# ---- design 1 ----
**src/rtl/cp0_unit.sv**
```systemverilog
// CP0 status/cause/EPC block: exception and interrupt entry, eret, and mtc0/mfc0 access.
// Latency: req, cp0_out and epc_out are combinational; register updates land on the next posedge.
// Backpressure: none. A req suppresses eret and mtc0 in the same cycle; the suppressed write is dropped. Optional CP0_BD_EN enables delay-slot BD/EPC capture.
module cp0_unit (
    input  logic        clk,
    input  logic        reset,
    input  logic        en,
    input  logic [4:0]  cp0_addr,
    input  logic [31:0] cp0_in,
    input  logic [31:0] vpc,
    input  logic        bd_in,
    input  logic [4:0]  exc_code_in,
    input  logic [5:0]  hw_int,
    input  logic        exl_clr,
    output logic [31:0] cp0_out,
    output logic [31:0] epc_out,
    output logic        req
);

    localparam logic [4:0] ADDR_SR    = 5'd12;
    localparam logic [4:0] ADDR_CAUSE = 5'd13;
    localparam logic [4:0] ADDR_EPC   = 5'd14;

    logic [5:0]  sr_im_q,     sr_im_d;
    logic        sr_exl_q,    sr_exl_d;
    logic        sr_ie_q,     sr_ie_d;
    logic        cause_bd_q,  cause_bd_d;
    logic [5:0]  cause_ip_q,  cause_ip_d;
    logic [4:0]  cause_exc_q, cause_exc_d;
    logic [31:0] epc_q,       epc_d;

    logic        int_req;
    logic        exc_req;
    logic [31:0] sr_word;
    logic [31:0] cause_word;
    logic        bd_cap;
    logic [31:0] epc_cap;

    assign int_req = sr_ie_q & ~sr_exl_q & (|(hw_int & sr_im_q));
    assign exc_req = ~sr_exl_q & (exc_code_in != 5'd0);
    assign req     = int_req | exc_req;

    assign sr_word    = {16'd0, sr_im_q, 8'd0, sr_exl_q, sr_ie_q};
    assign cause_word = {cause_bd_q, 15'd0, cause_ip_q, 3'd0, cause_exc_q, 2'd0};

`ifdef CP0_BD_EN
    // A delay-slot victim restarts at its branch so the branch re-executes.
    assign bd_cap  = bd_in;
    assign epc_cap = bd_in ? (vpc - 32'd4) : vpc;
`else
    assign bd_cap  = 1'b0;
    assign epc_cap = vpc;
`endif

    always_comb begin
        sr_im_d     = sr_im_q;
        sr_exl_d    = sr_exl_q;
        sr_ie_d     = sr_ie_q;
        cause_bd_d  = cause_bd_q;
        cause_ip_d  = hw_int;
        cause_exc_d = cause_exc_q;
        epc_d       = epc_q;

        if (req) begin
            sr_exl_d    = 1'b1;
            cause_exc_d = int_req ? 5'd0 : exc_code_in;
            cause_bd_d  = bd_cap;
            epc_d       = epc_cap;
        end else if (exl_clr) begin
            sr_exl_d = 1'b0;
        end else if (en) begin
            if (cp0_addr == ADDR_SR) begin
                sr_im_d  = cp0_in[15:10];
                sr_exl_d = cp0_in[1];
                sr_ie_d  = cp0_in[0];
            end else if (cp0_addr == ADDR_EPC) begin
                epc_d = cp0_in;
            end
        end
    end

    always_ff @(posedge clk) begin
        if (reset) begin
            sr_im_q     <= 6'd0;
            sr_exl_q    <= 1'b0;
            sr_ie_q     <= 1'b0;
            cause_bd_q  <= 1'b0;
            cause_ip_q  <= 6'd0;
            cause_exc_q <= 5'd0;
            epc_q       <= 32'd0;
        end else begin
            sr_im_q     <= sr_im_d;
            sr_exl_q    <= sr_exl_d;
            sr_ie_q     <= sr_ie_d;
            cause_bd_q  <= cause_bd_d;
            cause_ip_q  <= cause_ip_d;
            cause_exc_q <= cause_exc_d;
            epc_q       <= epc_d;
        end
    end

    always_comb begin
        cp0_out = 32'd0;
        case (cp0_addr)
            ADDR_SR:    cp0_out = sr_word;
            ADDR_CAUSE: cp0_out = cause_word;
            ADDR_EPC:   cp0_out = epc_q;
            default:    cp0_out = 32'd0;
        endcase
    end

    assign epc_out = epc_q;

endmodule

```
**config.mk**
```make
export PLATFORM = sky130hd
export DESIGN_NAME = cp0_unit
export DESIGN_NICKNAME = d
export VERILOG_FILES = /design/src/rtl/cp0_unit.sv
export SDC_FILE = /design/constraint.sdc
export NUM_CORES = 1
export LEC_CHECK = 0
export ABC_AREA = 1
export CAP_MARGIN = 0
export CORE_AREA = 2 2 92 94
export CTS_CLUSTER_DIAMETER = 100
export DETAILED_ROUTE_END_ITERATION = 7
export DIE_AREA = 0 0 94 96
export PLACE_DENSITY = 0.87
export SKIP_CTS_REPAIR_TIMING = 1
export SLEW_MARGIN = 20
export SYNTH_ARGS = -nofsm -noshare
export SYNTH_HDL_FRONTEND = slang
export SYNTH_SLANG_ARGS = --single-unit
```
**constraint.sdc**
```tcl
create_clock -name clk -period 1.55 [get_ports clk]
set_input_delay 0.2325 -clock clk [delete_from_list [all_inputs] [get_ports clk]]
set_output_delay 0.2325 -clock clk [all_outputs]
set_load 0.005 [all_outputs]
```
# ---- design 2 ----
--- config.mk ---
export PLATFORM = sky130hd
export DESIGN_NAME = lottery_input_ctrl_flat
export DESIGN_NICKNAME = d
export VERILOG_FILES = /design/src/rtl/lottery_input_ctrl_if.sv /design/src/rtl/lottery_input_ctrl.sv /design/src/flat_wrapper.sv
export SDC_FILE = /design/constraint.sdc
export NUM_CORES = 1
export LEC_CHECK = 0
export ABC_AREA = 1
export CAP_MARGIN = 20
export CORE_ASPECT_RATIO = 1.5
export CORE_MARGIN = 8
export CORE_UTILIZATION = 35
export CTS_BUF_LIST = sky130_fd_sc_hd__clkbuf_2 sky130_fd_sc_hd__clkbuf_4 sky130_fd_sc_hd__clkbuf_8
export CTS_CLUSTER_DIAMETER = 60
export DETAILED_ROUTE_END_ITERATION = 7
export GPL_TIMING_DRIVEN = 0
export PLACE_DENSITY = 0.5
export SLEW_MARGIN = 20
export SYNTH_ARGS = -nofsm -noshare
export SYNTH_HDL_FRONTEND = slang
export SYNTH_SLANG_ARGS = --single-unit
--- constraint.sdc ---
create_clock -name clk -period 1.65 [get_ports clk]
set_input_delay 0.2475 -clock clk [delete_from_list [all_inputs] [get_ports clk]]
set_output_delay 0.2475 -clock clk [all_outputs]
set_load 0.02 [all_outputs]
--- src/rtl/lottery_input_ctrl_if.sv ---
`default_nettype none
// ============================================================================
// Module : lottery_input_ctrl_if
// Board-side inputs and game-side strobes of the lottery input controller.
// Rev    : 1.0
// ============================================================================
interface lottery_input_ctrl_if;
  logic [3:0] sw;
  logic       key_insert_n;
  logic       key_finish_n;
  logic [3:0] num;
  logic       insert;
  logic       finish;
  logic [2:0] digit_count;
  logic       err;
  logic       locked;

  modport master (
    output sw, key_insert_n, key_finish_n,
    input  num, insert, finish, digit_count, err, locked
  );

  modport slave (
    input  sw, key_insert_n, key_finish_n,
    output num, insert, finish, digit_count, err, locked
  );
endinterface
`default_nettype wire

--- src/rtl/lottery_input_ctrl.sv ---
`default_nettype none
// ============================================================================
// Module : lottery_input_ctrl
// Syncs/debounces switches and buttons, enforces the 5-digit entry sequence.
// Optional macro LOTTERY_DIGIT_FILTER_EN rejects digits 10..15.
// Rev    : 1.0
// ============================================================================
module lottery_input_ctrl #(
  parameter int DEBOUNCE_CYCLES = 500000,
  parameter int CNT_W           = 20,
  parameter int MAX_DIGITS      = 5
) (
  input wire clk,
  input wire reset,
  lottery_input_ctrl_if.slave bus_if
);

  localparam int               C_NBTN    = 2;
  localparam int               C_INS     = 0;
  localparam int               C_FIN     = 1;
  localparam logic [CNT_W-1:0] C_DB_LAST = CNT_W'(DEBOUNCE_CYCLES - 1);
  localparam logic [2:0]       C_MAX     = 3'(MAX_DIGITS);

  typedef enum logic [1:0] {
    S_COLLECT = 2'd0,
    S_FULL    = 2'd1,
    S_LOCKED  = 2'd2
  } state_t;

  logic [C_NBTN-1:0] w_btn_raw;
  logic [C_NBTN-1:0] w_press;
  logic [1:0]        vld_q;
  logic [3:0]        sw_meta_q;
  logic [3:0]        sw_sync_q;
  logic              w_digit_ok;

  assign w_btn_raw = {bus_if.key_finish_n, bus_if.key_insert_n};

  // vld_q[1] marks that the synchroniser outputs hold real pin samples
  // rather than their reset values.
  always_ff @(posedge clk or negedge reset) begin
    if (!reset) begin
      vld_q     <= 2'b00;
      sw_meta_q <= 4'd0;
      sw_sync_q <= 4'd0;
    end else begin
      vld_q     <= {vld_q[0], 1'b1};
      sw_meta_q <= bus_if.sw;
      sw_sync_q <= sw_meta_q;
    end
  end

  for (genvar gi = 0; gi < C_NBTN; gi++) begin : g_btn
    logic             meta_q;
    logic             sync_q;
    logic             db_q;
    logic             db_d;
    logic             db_dly_q;
    logic             armed_q;
    logic             press_q;
    logic [CNT_W-1:0] cnt_q;
    logic [CNT_W-1:0] cnt_d;

    always_comb begin
      db_d  = db_q;
      cnt_d = '0;
      if (sync_q != db_q) begin
        if (cnt_q == C_DB_LAST) begin
          db_d = sync_q;
        end else begin
          cnt_d = cnt_q + 1'b1;
        end
      end
    end

    // A button found held when reset lifts must be seen released before
    // any press from it counts.
    always_ff @(posedge clk or negedge reset) begin
      if (!reset) begin
        meta_q   <= 1'b1;
        sync_q   <= 1'b1;
        db_q     <= 1'b1;
        db_dly_q <= 1'b1;
        armed_q  <= 1'b0;
        press_q  <= 1'b0;
        cnt_q    <= '0;
      end else begin
        meta_q   <= w_btn_raw[gi];
        sync_q   <= meta_q;
        db_q     <= db_d;
        cnt_q    <= cnt_d;
        db_dly_q <= db_q;
        if (vld_q[1] && sync_q) begin
          armed_q <= 1'b1;
        end
        press_q  <= armed_q & db_dly_q & ~db_q;
      end
    end

    assign w_press[gi] = press_q;
  end

`ifdef LOTTERY_DIGIT_FILTER_EN
  assign w_digit_ok = (sw_sync_q <= 4'd9);
`else
  assign w_digit_ok = 1'b1;
`endif

  state_t     state_q, state_d;
  logic [3:0] num_q, num_d;
  logic       insert_q, insert_d;
  logic       finish_q, finish_d;
  logic       err_q, err_d;
  logic [2:0] count_q, count_d;
  logic       locked_q, locked_d;

  always_ff @(posedge clk or negedge reset) begin
    if (!reset) begin
      state_q  <= S_COLLECT;
      num_q    <= 4'd0;
      insert_q <= 1'b0;
      finish_q <= 1'b0;
      err_q    <= 1'b0;
      count_q  <= 3'd0;
      locked_q <= 1'b0;
    end else begin
      state_q  <= state_d;
      num_q    <= num_d;
      insert_q <= insert_d;
      finish_q <= finish_d;
      err_q    <= err_d;
      count_q  <= count_d;
      locked_q <= locked_d;
    end
  end

  always_comb begin
    state_d  = state_q;
    num_d    = num_q;
    insert_d = 1'b0;
    finish_d = 1'b0;
    err_d    = 1'b0;
    count_d  = count_q;
    locked_d = locked_q;
    case (state_q)
      S_COLLECT: begin
        if (w_press[C_INS]) begin
          if (w_digit_ok) begin
            num_d    = sw_sync_q;
            insert_d = 1'b1;
            count_d  = count_q + 3'd1;
            if (count_q + 3'd1 == C_MAX) begin
              state_d = S_FULL;
            end
          end else begin
            err_d = 1'b1;
          end
        end
        // A finish before all digits is always a violation, even alongside
        // an insert that is itself accepted.
        if (w_press[C_FIN]) begin
          err_d = 1'b1;
        end
      end
      S_FULL: begin
        if (w_press[C_FIN]) begin
          finish_d = 1'b1;
          locked_d = 1'b1;
          state_d  = S_LOCKED;
        end else if (w_press[C_INS]) begin
          err_d = 1'b1;
        end
      end
      S_LOCKED: begin
        state_d = S_LOCKED;
      end
      default: begin
        state_d = S_COLLECT;
      end
    endcase
  end

  assign bus_if.num         = num_q;
  assign bus_if.insert      = insert_q;
  assign bus_if.finish      = finish_q;
  assign bus_if.err         = err_q;
  assign bus_if.digit_count = count_q;
  assign bus_if.locked      = locked_q;

  a_strobe_excl: assert property (@(posedge clk) disable iff (!reset)
                                  !(insert_q && finish_q));

endmodule
`default_nettype wire

--- src/flat_wrapper.sv ---
// flat-port wrapper written by rule: the top's interface ports become plain ports
module lottery_input_ctrl_flat 
#(
  parameter int DEBOUNCE_CYCLES = 500000,
  parameter int CNT_W           = 20,
  parameter int MAX_DIGITS      = 5
)
  (clk, reset, bus_if_sw, bus_if_key_insert_n, bus_if_key_finish_n, bus_if_num, bus_if_insert, bus_if_finish, bus_if_digit_count, bus_if_err, bus_if_locked);
  lottery_input_ctrl_if bus_if_i ();
  input wire clk;
  input wire reset;
  input wire logic [$bits(bus_if_i.sw)-1:0] bus_if_sw;
  input wire logic [$bits(bus_if_i.key_insert_n)-1:0] bus_if_key_insert_n;
  input wire logic [$bits(bus_if_i.key_finish_n)-1:0] bus_if_key_finish_n;
  output wire logic [$bits(bus_if_i.num)-1:0] bus_if_num;
  output wire logic [$bits(bus_if_i.insert)-1:0] bus_if_insert;
  output wire logic [$bits(bus_if_i.finish)-1:0] bus_if_finish;
  output wire logic [$bits(bus_if_i.digit_count)-1:0] bus_if_digit_count;
  output wire logic [$bits(bus_if_i.err)-1:0] bus_if_err;
  output wire logic [$bits(bus_if_i.locked)-1:0] bus_if_locked;
  assign bus_if_i.sw = bus_if_sw;
  assign bus_if_i.key_insert_n = bus_if_key_insert_n;
  assign bus_if_i.key_finish_n = bus_if_key_finish_n;
  assign bus_if_num = bus_if_i.num;
  assign bus_if_insert = bus_if_i.insert;
  assign bus_if_finish = bus_if_i.finish;
  assign bus_if_digit_count = bus_if_i.digit_count;
  assign bus_if_err = bus_if_i.err;
  assign bus_if_locked = bus_if_i.locked;
  lottery_input_ctrl #(.DEBOUNCE_CYCLES(DEBOUNCE_CYCLES), .CNT_W(CNT_W), .MAX_DIGITS(MAX_DIGITS)) u_core (.clk(clk), .reset(reset), .bus_if(bus_if_i));
endmodule
# ---- design 3 ----
## src/rtl/qed_i_cache.sv

```systemverilog
// rtl/qed_i_cache.sv - QED instruction buffer: records fetched instructions, then replays them for duplication
//
// Ports:
//   clk, rst                 clock, synchronous active-high reset
//   ena                      QED enable; low = pure pass-through with the buffer cleared
//   exec_dup                 request an early switch to replay (DUP) mode
//   stall_IF                 downstream stall; outputs, pointers, count and mode hold
//   ifu_instruction/ifu_vld  fetched instruction and its valid
//   ifu_ready                combinational accept indication back to the IFU
//   qic_qimux_instruction    registered instruction to the decode/modify stage
//   qic_vld                  registered valid for qic_qimux_instruction
//   qed_mode                 0 = ORIG (record), 1 = DUP (replay)
//   buf_count/full/empty     buffer occupancy
module qed_i_cache #(
    parameter int          DEPTH  = 16,
    parameter int          ADDR_W = 4,
    parameter logic [31:0] NOP    = 32'h00000013
) (
    input  logic              clk,
    input  logic              rst,
    input  logic              ena,
    input  logic              exec_dup,
    input  logic              stall_IF,
    input  logic [31:0]       ifu_instruction,
    input  logic              ifu_vld,
    output logic              ifu_ready,
    output logic [31:0]       qic_qimux_instruction,
    output logic              qic_vld,
    output logic              qed_mode,
    output logic [ADDR_W:0]   buf_count,
    output logic              buf_full,
    output logic              buf_empty
);

    localparam logic [ADDR_W:0] FULL_CNT = DEPTH[ADDR_W:0];

    typedef enum logic {
        ORIG = 1'b0,
        DUP  = 1'b1
    } mode_t;

    mode_t              state;
    mode_t              state_next;
    logic [31:0]        mem [DEPTH];
    logic [ADDR_W-1:0]  wr_ptr;
    logic [ADDR_W-1:0]  rd_ptr;
    logic [ADDR_W:0]    count_next;
    logic               push;
    logic               pop;

    // Push only happens in ORIG and pop only in DUP, so they never coincide.
    assign push = ena && (state == ORIG) && ifu_vld && ifu_ready;
    assign pop  = ena && (state == DUP) && !stall_IF && (buf_count != '0);

    always_comb begin
        count_next = buf_count;
        if (!ena) begin
            count_next = '0;
        end else if (push) begin
            count_next = buf_count + {{ADDR_W{1'b0}}, 1'b1};
        end else if (pop) begin
            count_next = buf_count - {{ADDR_W{1'b0}}, 1'b1};
        end
    end

    // State register
    always_ff @(posedge clk) begin
        if (rst) begin
            state <= ORIG;
        end else begin
            state <= state_next;
        end
    end

    // Next-state logic. Mode decisions look at the post-update count so the
    // push that fills the last entry, or the exec_dup that arrives with the
    // final recorded push, switches to replay on the same edge.
    always_comb begin
        state_next = state;
        if (!ena) begin
            state_next = ORIG;
        end else if (!stall_IF) begin
            case (state)
                ORIG: begin
                    if (count_next == FULL_CNT || (exec_dup && count_next != '0)) begin
                        state_next = DUP;
                    end
                end
                DUP: begin
                    if (count_next == '0) begin
                        state_next = ORIG;
                    end
                end
                default: state_next = ORIG;
            endcase
        end
    end

    // Output logic
    always_comb begin
        qed_mode  = (state == DUP);
        buf_full  = (buf_count == FULL_CNT);
        buf_empty = (buf_count == '0);
        ifu_ready = ena ? ((state == ORIG) && !buf_full && !stall_IF) : !stall_IF;
    end

    // Pointers and occupancy. Disabling QED discards the buffer even during a
    // stall; only the output registers honour the stall in that case.
    always_ff @(posedge clk) begin
        if (rst || !ena) begin
            wr_ptr    <= '0;
            rd_ptr    <= '0;
            buf_count <= '0;
        end else begin
            buf_count <= count_next;
            if (push) begin
                wr_ptr <= wr_ptr + ADDR_W'(1);
            end
            if (pop) begin
                rd_ptr <= rd_ptr + ADDR_W'(1);
            end
        end
    end

    // Buffer storage needs no reset: entries are only read after being written.
    always_ff @(posedge clk) begin
        if (!rst && push) begin
            mem[wr_ptr] <= ifu_instruction;
        end
    end

    always_ff @(posedge clk) begin
        if (rst) begin
            qic_qimux_instruction <= NOP;
            qic_vld               <= 1'b0;
        end else if (!stall_IF) begin
            if (!ena) begin
                qic_qimux_instruction <= ifu_vld ? ifu_instruction : NOP;
                qic_vld               <= ifu_vld;
            end else if (push) begin
                qic_qimux_instruction <= ifu_instruction;
                qic_vld               <= 1'b1;
            end else if (pop) begin
                qic_qimux_instruction <= mem[rd_ptr];
                qic_vld               <= 1'b1;
            end else begin
                qic_qimux_instruction <= NOP;
                qic_vld               <= 1'b0;
            end
        end
    end

endmodule
```

## config.mk

```make
export PLATFORM = sky130hd
export DESIGN_NAME = qed_i_cache
export DESIGN_NICKNAME = d
export VERILOG_FILES = /design/src/rtl/qed_i_cache.sv
export SDC_FILE = /design/constraint.sdc
export NUM_CORES = 1
export LEC_CHECK = 0
export CAP_MARGIN = 40
export CORE_ASPECT_RATIO = 1.4
export CORE_MARGIN = 4
export CORE_UTILIZATION = 61
export DETAILED_ROUTE_END_ITERATION = 8
export GPL_TIMING_DRIVEN = 1
export PLACE_DENSITY = 0.8
export SLEW_MARGIN = 20
export SYNTH_ARGS = -nofsm -noshare
export SYNTH_HDL_FRONTEND = slang
export SYNTH_SLANG_ARGS = --single-unit
```

## constraint.sdc

```tcl
create_clock -name clk -period 4.7 [get_ports clk]
set_clock_uncertainty 0.05 [all_clocks]
set_input_delay 0.705 -clock clk [delete_from_list [all_inputs] [get_ports clk]]
set_output_delay 0.705 -clock clk [all_outputs]
set_load 0.005 [all_outputs]
```

# ---- design 4 ----
File: src/rtl/id_ctrl_pipe.sv
// RV32I decode stage with ID/EX control register and load-use interlock.
// Latency: one cycle from an accepted if_inst to ex_valid.
// Backpressure: holds ID/EX while ex_ready is low; inserts one bubble on load-use; ex_flush kills ID.
module id_ctrl_pipe #(
  parameter int INST_WIDTH     = 32,
  parameter int REG_ADDR_WIDTH = 5,
  parameter int HALF_EN        = 1,
  parameter int CNT_WIDTH      = 16
) (
  input  logic                      clk,
  input  logic                      rst,
  input  logic                      if_valid,
  input  logic [INST_WIDTH-1:0]     if_inst,
  output logic                      if_ready,
  input  logic                      ex_ready,
  input  logic                      ex_flush,
  output logic                      ex_valid,
  output logic                      ex_reg_write,
  output logic                      ex_alu_src,
  output logic                      ex_read1_src,
  output logic                      ex_comp_unsigned,
  output logic                      ex_alu_out,
  output logic                      ex_memory_rd,
  output logic                      ex_memory_wr,
  output logic                      ex_load_unsigned,
  output logic                      ex_branch,
  output logic                      ex_jal,
  output logic                      ex_jalr,
  output logic                      ex_auipc,
  output logic                      ex_illegal,
  output logic [1:0]                ex_mem_size,
  output logic [1:0]                ex_reg_wr_src,
  output logic [REG_ADDR_WIDTH-1:0] ex_rd,
  output logic [REG_ADDR_WIDTH-1:0] ex_rs1,
  output logic [REG_ADDR_WIDTH-1:0] ex_rs2,
  output logic [CNT_WIDTH-1:0]      stall_cnt
);

  localparam logic [6:0] OP_R      = 7'b0110011;
  localparam logic [6:0] OP_IMM    = 7'b0010011;
  localparam logic [6:0] OP_LOAD   = 7'b0000011;
  localparam logic [6:0] OP_STORE  = 7'b0100011;
  localparam logic [6:0] OP_BRANCH = 7'b1100011;
  localparam logic [6:0] OP_LUI    = 7'b0110111;
  localparam logic [6:0] OP_AUIPC  = 7'b0010111;
  localparam logic [6:0] OP_JAL    = 7'b1101111;
  localparam logic [6:0] OP_JALR   = 7'b1100111;

  typedef struct packed {
    logic                      reg_write;
    logic                      alu_src;
    logic                      read1_src;
    logic                      comp_unsigned;
    logic                      alu_out;
    logic                      memory_rd;
    logic                      memory_wr;
    logic                      load_unsigned;
    logic                      branch;
    logic                      jal;
    logic                      jalr;
    logic                      auipc;
    logic                      illegal;
    logic [1:0]                mem_size;
    logic [1:0]                reg_wr_src;
    logic [REG_ADDR_WIDTH-1:0] rd;
    logic [REG_ADDR_WIDTH-1:0] rs1;
    logic [REG_ADDR_WIDTH-1:0] rs2;
  } ctrl_t;

  logic [6:0]     opcode;
  logic [2:0]     funct3;
  logic [6:0]     funct7;
  logic           half_ok;
  logic           legal;
  logic           rs1_used;
  logic           rs2_used;
  ctrl_t          dec;
  ctrl_t          ctrl_d, ctrl_q;
  logic           ex_valid_d, ex_valid_q;
  logic [CNT_WIDTH-1:0] stall_cnt_d, stall_cnt_q;
  logic           hazard;
  logic           advance;

  assign opcode  = if_inst[6:0];
  assign funct3  = if_inst[14:12];
  assign funct7  = if_inst[31:25];
  assign half_ok = (HALF_EN != 0);

  // Combinational RV32I field decode of the instruction sitting in ID.
  always_comb begin
    dec          = '0;
    legal        = 1'b0;
    rs1_used     = 1'b1;
    rs2_used     = 1'b0;
    dec.rd       = if_inst[7  +: REG_ADDR_WIDTH];
    dec.rs1      = if_inst[15 +: REG_ADDR_WIDTH];
    dec.rs2      = if_inst[20 +: REG_ADDR_WIDTH];
    case (opcode)
      OP_R: begin
        legal             = (funct7 == 7'h00) ||
                            ((funct7 == 7'h20) && ((funct3 == 3'b000) || (funct3 == 3'b101)));
        dec.reg_write     = 1'b1;
        dec.comp_unsigned = (funct3 == 3'b011);
        dec.alu_out       = (funct3 == 3'b010) || (funct3 == 3'b011);
        rs2_used          = 1'b1;
      end
      OP_IMM: begin
        // Only the shift-immediates constrain funct7 (SLLI, SRLI/SRAI).
        if (funct3 == 3'b001)      legal = (funct7 == 7'h00);
        else if (funct3 == 3'b101) legal = (funct7 == 7'h00) || (funct7 == 7'h20);
        else                       legal = 1'b1;
        dec.reg_write     = 1'b1;
        dec.alu_src       = 1'b1;
        dec.comp_unsigned = (funct3 == 3'b011);
        dec.alu_out       = (funct3 == 3'b010) || (funct3 == 3'b011);
      end
      OP_LOAD: begin
        legal             = (funct3 == 3'b000) || (funct3 == 3'b010) || (funct3 == 3'b100) ||
                            (half_ok && ((funct3 == 3'b001) || (funct3 == 3'b101)));
        dec.reg_write     = 1'b1;
        dec.alu_src       = 1'b1;
        dec.memory_rd     = 1'b1;
        dec.load_unsigned = funct3[2];
        dec.mem_size      = funct3[1:0];
        dec.reg_wr_src    = 2'b10;
      end
      OP_STORE: begin
        legal        = (funct3 == 3'b000) || (funct3 == 3'b010) || (half_ok && (funct3 == 3'b001));
        dec.alu_src   = 1'b1;
        dec.memory_wr = 1'b1;
        dec.mem_size  = funct3[1:0];
        rs2_used      = 1'b1;
      end
      OP_BRANCH: begin
        legal             = (funct3[2:1] != 2'b01);
        dec.branch        = 1'b1;
        dec.comp_unsigned = (funct3[2:1] == 2'b11);
        dec.alu_out       = funct3[2];
        rs2_used          = 1'b1;
      end
      OP_LUI: begin
        legal         = 1'b1;
        dec.reg_write = 1'b1;
        dec.alu_src   = 1'b1;
        dec.read1_src = 1'b1;
        rs1_used      = 1'b0;
      end
      OP_AUIPC: begin
        legal         = 1'b1;
        dec.reg_write = 1'b1;
        dec.alu_src   = 1'b1;
        dec.auipc     = 1'b1;
        rs1_used      = 1'b0;
      end
      OP_JAL: begin
        legal          = 1'b1;
        dec.reg_write  = 1'b1;
        dec.jal        = 1'b1;
        dec.reg_wr_src = 2'b11;
        rs1_used       = 1'b0;
      end
      OP_JALR: begin
        legal          = (funct3 == 3'b000);
        dec.reg_write  = 1'b1;
        dec.alu_src    = 1'b1;
        dec.jalr       = 1'b1;
        dec.reg_wr_src = 2'b11;
      end
      default: legal = 1'b0;
    endcase
    // Illegal encodings must not touch architectural state.
    if (!legal) begin
      dec.illegal   = 1'b1;
      dec.reg_write = 1'b0;
      dec.memory_rd = 1'b0;
      dec.memory_wr = 1'b0;
    end
    // Writes to x0 are dropped here so EX never sees them.
    if (dec.rd == '0) dec.reg_write = 1'b0;
  end

  assign hazard   = if_valid && ex_valid_q && ctrl_q.memory_rd && (ctrl_q.rd != '0) &&
                    ((rs1_used && (dec.rs1 == ctrl_q.rd)) || (rs2_used && (dec.rs2 == ctrl_q.rd)));
  assign advance  = ex_ready || !ex_valid_q;
  assign if_ready = ex_flush || (advance && !hazard);

  // Next-state for ID/EX: flush beats hold, hold beats bubble, bubble beats load.
  always_comb begin
    ex_valid_d  = ex_valid_q;
    ctrl_d      = ctrl_q;
    stall_cnt_d = stall_cnt_q;
    if (ex_flush) begin
      ex_valid_d = 1'b0;
    end else if (advance) begin
      if (hazard) begin
        ex_valid_d = 1'b0;
        if (stall_cnt_q != '1) stall_cnt_d = stall_cnt_q + {{(CNT_WIDTH-1){1'b0}}, 1'b1};
      end else begin
        ex_valid_d = if_valid;
        ctrl_d     = dec;
      end
    end
  end

  // ID/EX register and stall counter with synchronous reset.
  always_ff @(posedge clk) begin
    if (rst) begin
      ex_valid_q  <= 1'b0;
      ctrl_q      <= '0;
      stall_cnt_q <= '0;
    end else begin
      ex_valid_q  <= ex_valid_d;
      ctrl_q      <= ctrl_d;
      stall_cnt_q <= stall_cnt_d;
    end
  end

  assign ex_valid         = ex_valid_q;
  assign ex_reg_write     = ctrl_q.reg_write;
  assign ex_alu_src       = ctrl_q.alu_src;
  assign ex_read1_src     = ctrl_q.read1_src;
  assign ex_comp_unsigned = ctrl_q.comp_unsigned;
  assign ex_alu_out       = ctrl_q.alu_out;
  assign ex_memory_rd     = ctrl_q.memory_rd;
  assign ex_memory_wr     = ctrl_q.memory_wr;
  assign ex_load_unsigned = ctrl_q.load_unsigned;
  assign ex_branch        = ctrl_q.branch;
  assign ex_jal           = ctrl_q.jal;
  assign ex_jalr          = ctrl_q.jalr;
  assign ex_auipc         = ctrl_q.auipc;
  assign ex_illegal       = ctrl_q.illegal;
  assign ex_mem_size      = ctrl_q.mem_size;
  assign ex_reg_wr_src    = ctrl_q.reg_wr_src;
  assign ex_rd            = ctrl_q.rd;
  assign ex_rs1           = ctrl_q.rs1;
  assign ex_rs2           = ctrl_q.rs2;
  assign stall_cnt        = stall_cnt_q;

endmodule

File: config.mk
export PLATFORM = sky130hd
export DESIGN_NAME = id_ctrl_pipe
export DESIGN_NICKNAME = d
export VERILOG_FILES = /design/src/rtl/id_ctrl_pipe.sv
export SDC_FILE = /design/constraint.sdc
export NUM_CORES = 1
export LEC_CHECK = 0
export ABC_AREA = 1
export CORE_AREA = 2 2 83 85
export DETAILED_ROUTE_END_ITERATION = 10
export DIE_AREA = 0 0 85 87
export PLACE_DENSITY_LB_ADDON = 0.3
export REMOVE_ABC_BUFFERS = 1
export SLEW_MARGIN = 20
export SYNTH_ARGS = -nofsm -noshare
export SYNTH_HDL_FRONTEND = slang
export SYNTH_SLANG_ARGS = --single-unit
File: constraint.sdc
create_clock -name clk -period 1.69 [get_ports clk]
set_clock_uncertainty 0.05 [all_clocks]
set_input_delay 0.338 -clock clk [delete_from_list [all_inputs] [get_ports clk]]
set_output_delay 0.338 -clock clk [all_outputs]
set_load 0.005 [all_outputs]
Design 4, cell sizes after repair:
The bar under the picture is 20 µm long.
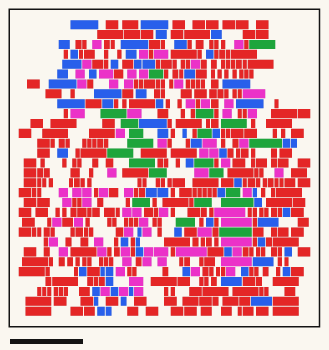
size	color	cells	share
drive 6 and up	green	21	3.7%
drive 2	blue	69	12%
drive 1 or less	red	404	71%
drive 3 to 4	magenta	72	13%
Layout area overhead: 71.5%
nonclk buf count: 155

==> reports/qor.csv, design 4 <==
stage;metric;value;unit
power;p_comb;568;µW
die;chip_area;7400;µm²
power;seq-power;1240;µW
sta;rsz0062_at_grt;yes;
die;die_x;85;µm
route;met3_length;359;µm
route;finalWirelength;8.36;mm
yosys;most_common_cell;nor2_1;
sta;period_used_share;113;%
layout;layout-drive-gt1-share;28.6;%
sta;worst_slack;-228;ps
status;violations;negative setup slack;
yosys;yosysTopAreaCell;dfxtp_1;
power;p_int;1820;µW
status;outcome;complete, but fails checks;
yosys;yosysUniqueCellTypes;29;
layout;logic_area;1660;µm²
sta;setup_viol;46;
setup_path;start_kind;flip-flop;
place;gp_congestion;0.880;
power;leakagePower;0.00211;µW
power;power_frac_clock;27.9;%
layout;clockBufferCount;6;
-- design 4: through the flow --
stage               instances  instance area (µm²)
global route              646                 4540
finish                    646                 4540
global placement          626                 4030
floorplan                 403                 2580
detailed placement        626                 4030
CTS                       636                 4170
-- design 4: critical path: stages, from the launching register on --
cell	delay [ps]
dfxtp_4	390
inv_1	40
nand2_1	50
nand4_1	110
nor2_1	160
nand2_1	100
nand2_4	90
nand2_4	50
nand2_2	50
nand2_2	50
buf_2	120
-- design 4: what timing repair did --
| action | CTS | global route |
|---|---|---|
| endpoints found under the setup margin | 55 | 62 |
| buffers inserted | 2 | 5 |
| cloned | 0 | 5 |
| resized | 53 | 88 |
| hold endpoints to repair | 0 | 0 |
| pin swaps | 15 | 20 |
-- design 4: worst max-delay path by stage --
stage	startpoint	slack, ps	cells past startpoint	to
floorplan	if_inst[2]	-190	12	ex_reg_wr_src[0]
global placement	if_inst[4]	-830	12	if_ready
detailed placement	if_inst[4]	-870	12	if_ready
CTS	ex_rd[0]	-170	9	if_ready
global route	ex_rd[0]	-300	10	if_ready
finish	ex_rd[0]	-230	10	if_ready
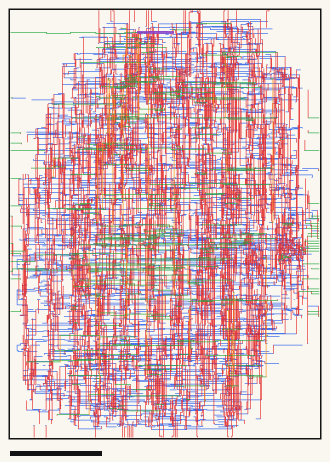
Design 3: signal wires by layer
The bar under the picture is 50 µm long.
layer	color	wire length
met5	purple	18.4 µm
met4	orange	1,230 µm
met3	green	3,840 µm
met1	blue	17,600 µm
met2	red	26.0 mm
routed vias: 10,622
drt wl/cell: 30.6 µm
All-Layer GR Usage: 25.8%
final wirelength: 48.7 mm

Design 3, placement view:
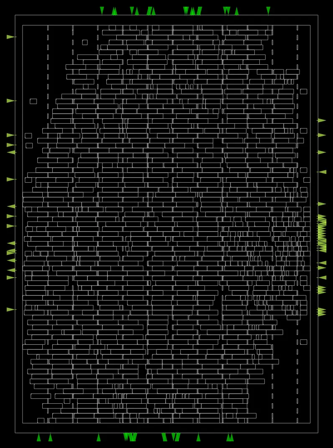
Seq area share: 65.8%
# Taps: 456
num sequential: 563
fill count: 2,026

==> reports/qor.csv, design 3 <==
stage;metric;value;unit
status;outcome;complete, no violations;
layout;inverters;6;
layout;antenna_cells;1;
sta;hold_viol_final;0;
sta;rsz0062_at_grt;no;
hold_path;min_from;qic_qimux_instruction[0];
clocking;clock_latency;560;ps
die;coreArea;35100;µm²
layout;syn_to_final_growth;14.6;%
layout;final_common_cell;edfxtp_1;
sta;relSlewSlack;48.9;%
yosys;synth_cells;985;
setup_path;crit_top_cell;or3_1;
layout;comb_cells;358;
grt;grt_use_met1;34.6;%
sta;tightest_slew;766;ps
route;met2RoutedLength;26.0;mm
setup_path;path_class;reg -> reg;
route;met3_length;3.84;mm
die;die_y;231;µm
place;port_buffers;79;
place;gp_congestion;0.758;
yosys;ys_sh_aoi;2.34;%
clocking;cts_sinks;563;
yosys;synth-async-reset-ratio;0;%
setup_path;max_stage_delay;550;ps
setup_path;crit_fanout;19;
job;cap_viol_max_count;0;
setup_path;reg2regPathDepth;7;
setup_path;critical_path_required;4910;ps
layout;layout-drive-gt1-share;26.6;%
yosys;yosys_warnings;0;
==> design 3: metrics by stage <==
| step | setup WS [ps] | cells |
|---|---|---|
| floorplan | 1110 | 985 |
| global placement | 994 | 1496 |
| detailed placement | 947 | 1499 |
| CTS | 1450 | 1591 |
| global route | 1320 | 1592 |
| finish | 1420 | 1593 |
==> design 3: cell usage after synthesis (2+ instances only) <==
library cell  instances  share of area (%)
or3_1                 2              0.058
o21ai_0               3              0.069
mux2i_1               2              0.092
inv_1                 6               0.10
clkbuf_1             21               0.36
mux4_2              142                 15
buf_6                15               0.78
a221oi_1             14               0.56
nand2_1              12               0.21
clkbuf_2              2              0.046
a221oi_2             14               0.97
xor2_1                4               0.16
xnor2_1               5               0.20
buf_4                 2              0.069
nand2b_1              6               0.17
nand4_1               4               0.12
dfxtp_1              51                4.7
mux4_1               18                2.2
edfxtp_1            512                 71
nor2_1               63                1.1
ha_1                  7               0.40
nor3_1               29               0.67
nand3_1               2              0.046
o21a_1                2              0.069
nand3b_1              3               0.10
buf_1                12               0.21
buf_2                 6               0.14
o21ai_1               2              0.046
o22ai_1               3              0.086
a21oi_1               8               0.18
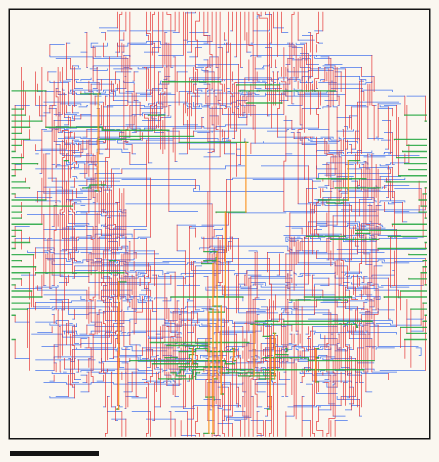
Design 1: signal wires by layer
The bar under the picture is 20 µm long.
layer	color	wire length
met3	green	808 µm
met4	orange	258 µm
met2	red	6,170 µm
met1	blue	4,710 µm
routed vias: 4,235
drt wl/cell: 14.6 µm
All-Layer GR Usage: 24.2%
final wirelength: 11.9 mm

==> reports/qor.csv, design 1 <==
stage;metric;value;unit
status;outcome;complete, but fails checks;
status;violations;negative setup slack;
yosys;synth_cells;557;
yosys;postSynthSeqShare;31.1;%
place;gp_congestion;0.853;
yosys;xor_share;0;%
sta;setup_viol;14;
layout;layout-drive-gt1-share;14.9;%
layout;fin_area;5520;µm²
power;peakVddDrop;0.393;mV
layout;nets;796;
setup_path;crit_arrival;1400;ps
sta;finalSetupTns;-251;ps
clocking;cts_tree;done;
yosys;most_common_cell;nand2_1;
die;fp_util;40.7;%
yosys;syn_nets;642;
power;leakagePower;0.00317;µW
yosys;top_area_share;31.1;%
place;place_area;5060;µm²
layout;layout_top_cells;nand2_1, inv_1, clkdlybuf4s50_1;
layout;comb_cells;351;
setup_path;cp-end-kind;output port;
die;ios;150;
sta;worst_slack;-85.2;ps
-- design 1: critical path: stages, from the launching register on --
cell      delay [ps]
dfxtp_1          330
nand2_1           90
nand2_1           70
nor2_1           120
nand2_1           90
nand2_2          110
buf_6            110
nand2_4           50
clkbuf_2         120
-- design 1: power groups by stage --
stage	Combinational (µW)	Clock (µW)	Sequential, µW
floorplan	474	0	1500
global placement	1060	0	1500
detailed placement	1090	0	1500
CTS	1100	797	1470
global route	1340	854	1480
finish	1220	783	1470
-- design 1: worst min path at each step --
stage | endpoint | cells past startpoint | startpoint | slack, ps
after floorplan | cause_ip_q[0] | 2 | hw_int[0] | 340
after global placement | cause_exc_q[4] | 2 | cause_exc_q[4] | 450
after detailed placement | cause_exc_q[0] | 2 | cause_exc_q[0] | 470
after CTS | cause_ip_q[5] | 3 | hw_int[5] | 460
after global routing | cause_ip_q[4] | 3 | hw_int[4] | 180
final | cause_ip_q[5] | 3 | hw_int[5] | 170
-- design 1: routing by layer --
layer / vias to the layer above / track usage [%]
met3: 34 / 3.76
met4: 0 / 7.61
met5: - / 0
li1: 2036 / -
met2: 204 / 43.8
met1: 1961 / 29.4
Design 2, signal wires by layer:
The bar under the picture is 20 µm long.
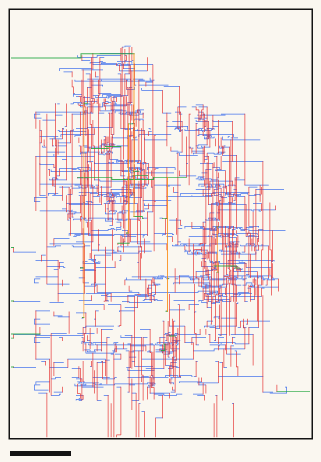
layer	color	wire length
met3	green	148 µm
met4	orange	220 µm
met1	blue	3,070 µm
met2	red	3,970 µm
drt wl/cell: 12.7 µm
All-Layer GR Usage: 11.5%
routed vias: 2,711
final wirelength: 7.40 mm

==> reports/qor.csv, design 2 <==
stage;metric;value;unit
grt;grtUsageMet2;20.9;%
power;leakagePower;0.00187;µW
die;die_x;99.5;µm
power;p_total;3550;µW
clocking;cts_hold_buf;1;
clocking;root_buffer;clkbuf_8;
place;dpl_worst_slack;266;ps
grt;grt_start_max_net_pins;51;
setup_path;max_stage_delay;610;ps
layout;fin_area;4250;µm²
yosys;ys.flops;75;
die;coreArea;10400;µm²
grt;use_met3;1.72;%
sta;slew_violations;0;
yosys;xor_share;5.67;%
job;warning_count;29;
place;place_area;4020;µm²
setup_path;cp.depth;1;
layout;antenna_cells;0;
job;cap_viol_max_count;0;
yosys;most_common_cell;nand2_1;
route;drt_iter0_markers;70;
layout;utilization;41.0;%
grt;grt_busiest_layer;met2;
route;dr.pass1.iters;4;
place;gp_congestion;0.850;
place;port_buffers;18;
route;ant_nets;0;
setup_path;crit_buf_inv;1;
layout;nets;474;
yosys;ys_sh_aoi;2.19;%
setup_path;cp-end-kind;output port;
layout;final_common_cell;nand2_1;
sta;worst_slack;72.7;ps
yosys;area_leaders;dfrtp_1, nand2_1, nor2_1;
place;place_inst;567;
status;outcome;complete, no violations;
layout;fillers;1058;
yosys;top_area_share;45.8;%
yosys;muxShareOfSynthArea;0;%
## design 2: report_power, final
group / switching [µW] / internal, µW
clock network: 802 / 745
registers: 20.1 / 1870
logic: 74.0 / 43.6
## design 2: path summary, 6_finish.rpt
check / startpoint / end / slack [ps]
setup / recovery: u_core.bus_if.num[3] / bus_if_num[3] / 70
hold / removal: bus_if_key_finish_n / u_core.g_btn[1].meta_q / 290
setup reg to reg: u_core.state_q[0] / u_core.bus_if.digit_count[1] / 250
hold reg to reg: u_core.vld_q[0] / u_core.vld_q[1] / 350
max in group asynchronous: reset / u_core.g_btn[0].sync_q / 690
min in group asynchronous: reset / u_core.g_btn[1].cnt_q[11] / 340
## design 2: per-layer routing
| layer | vias to the layer above | share of wire, % |
|---|---|---|
| li1 | 1384 | - |
| met1 | 1276 | 41 |
| met2 | 37 | 54 |
| met3 | 14 | 2.0 |
| met4 | 0 | 3.0 |
| met5 | - | 0 |
## design 2: area by class of cell
type	count	share of cell area, %
buffer	2	0.530
clock buffer	9	2.92
clock inverter	7	2.27
inverter	46	4.06
multi-input combinational	305	37.2
sequential	75	44.4
tap	120	3.53
timing repair buffer	20	5.07

==> notes/layouts.md <==
Pictures saved along the way, in no particular order.

M4 wires.
Supply wires on this layer in gray. Cells faint in the background.
(a)
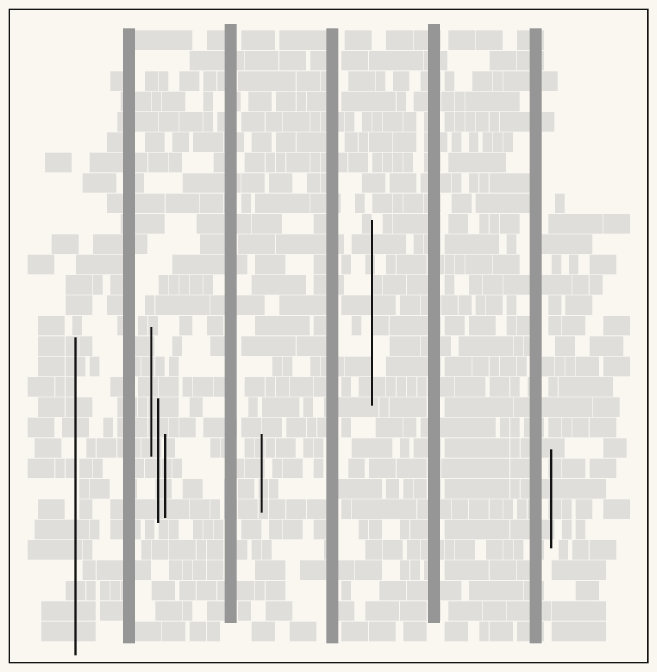
(b)
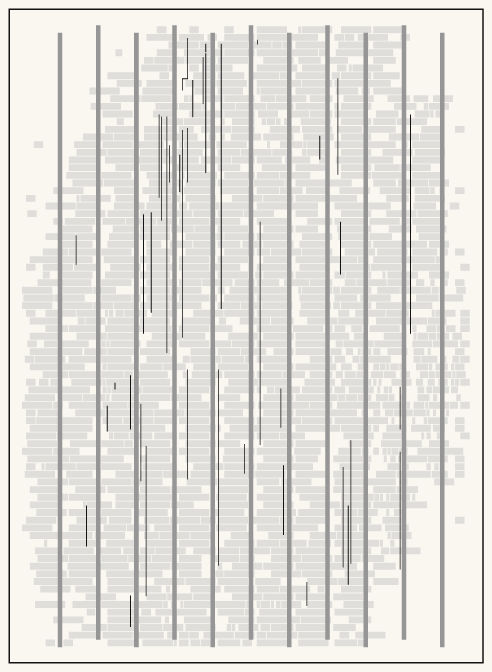
(c)
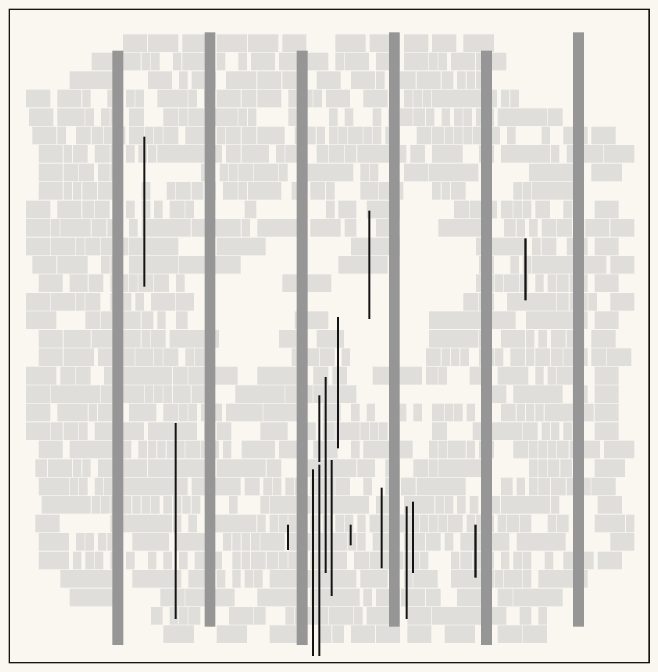
(d)
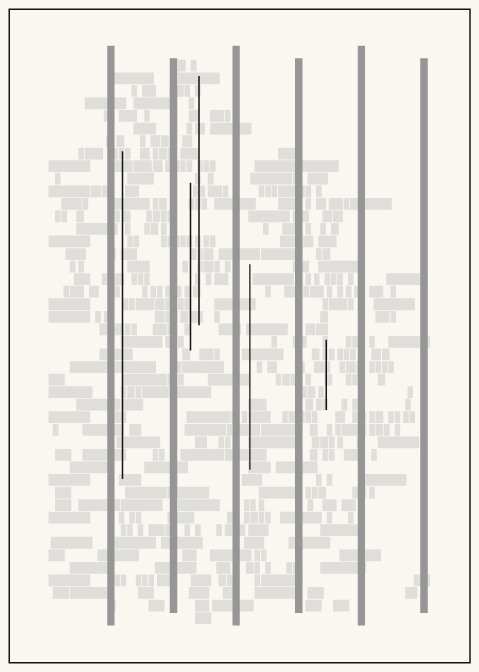
design 2: (d)
design 1: (c)
design 4: (a)
design 3: (b)



==> screenshots <==
Cell sizes after repair.
Plate I
The bar under the picture is 20 µm long.
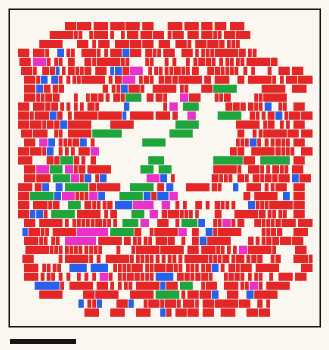
Plate II
The bar under the picture is 50 µm long.
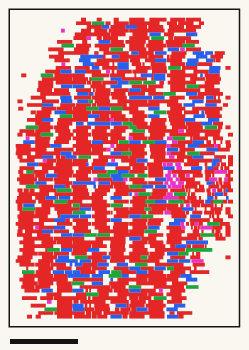
Plate III
The bar under the picture is 20 µm long.
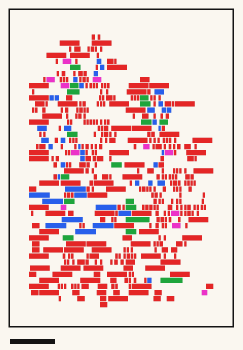
design 2: Plate III
design 1: Plate I
design 3: Plate II
Of these, most cells: Plate II
Of these, fewest cells: Plate III

Key to Plate II:
size	color	cells	share
drive 1 or less	red	834	73%
drive 2	blue	175	15%
drive 3 to 4	magenta	56	4.9%
drive 6 and up	green	71	6.3%

Power figures rest on the tool's default switching activity, not on a simulated workload.
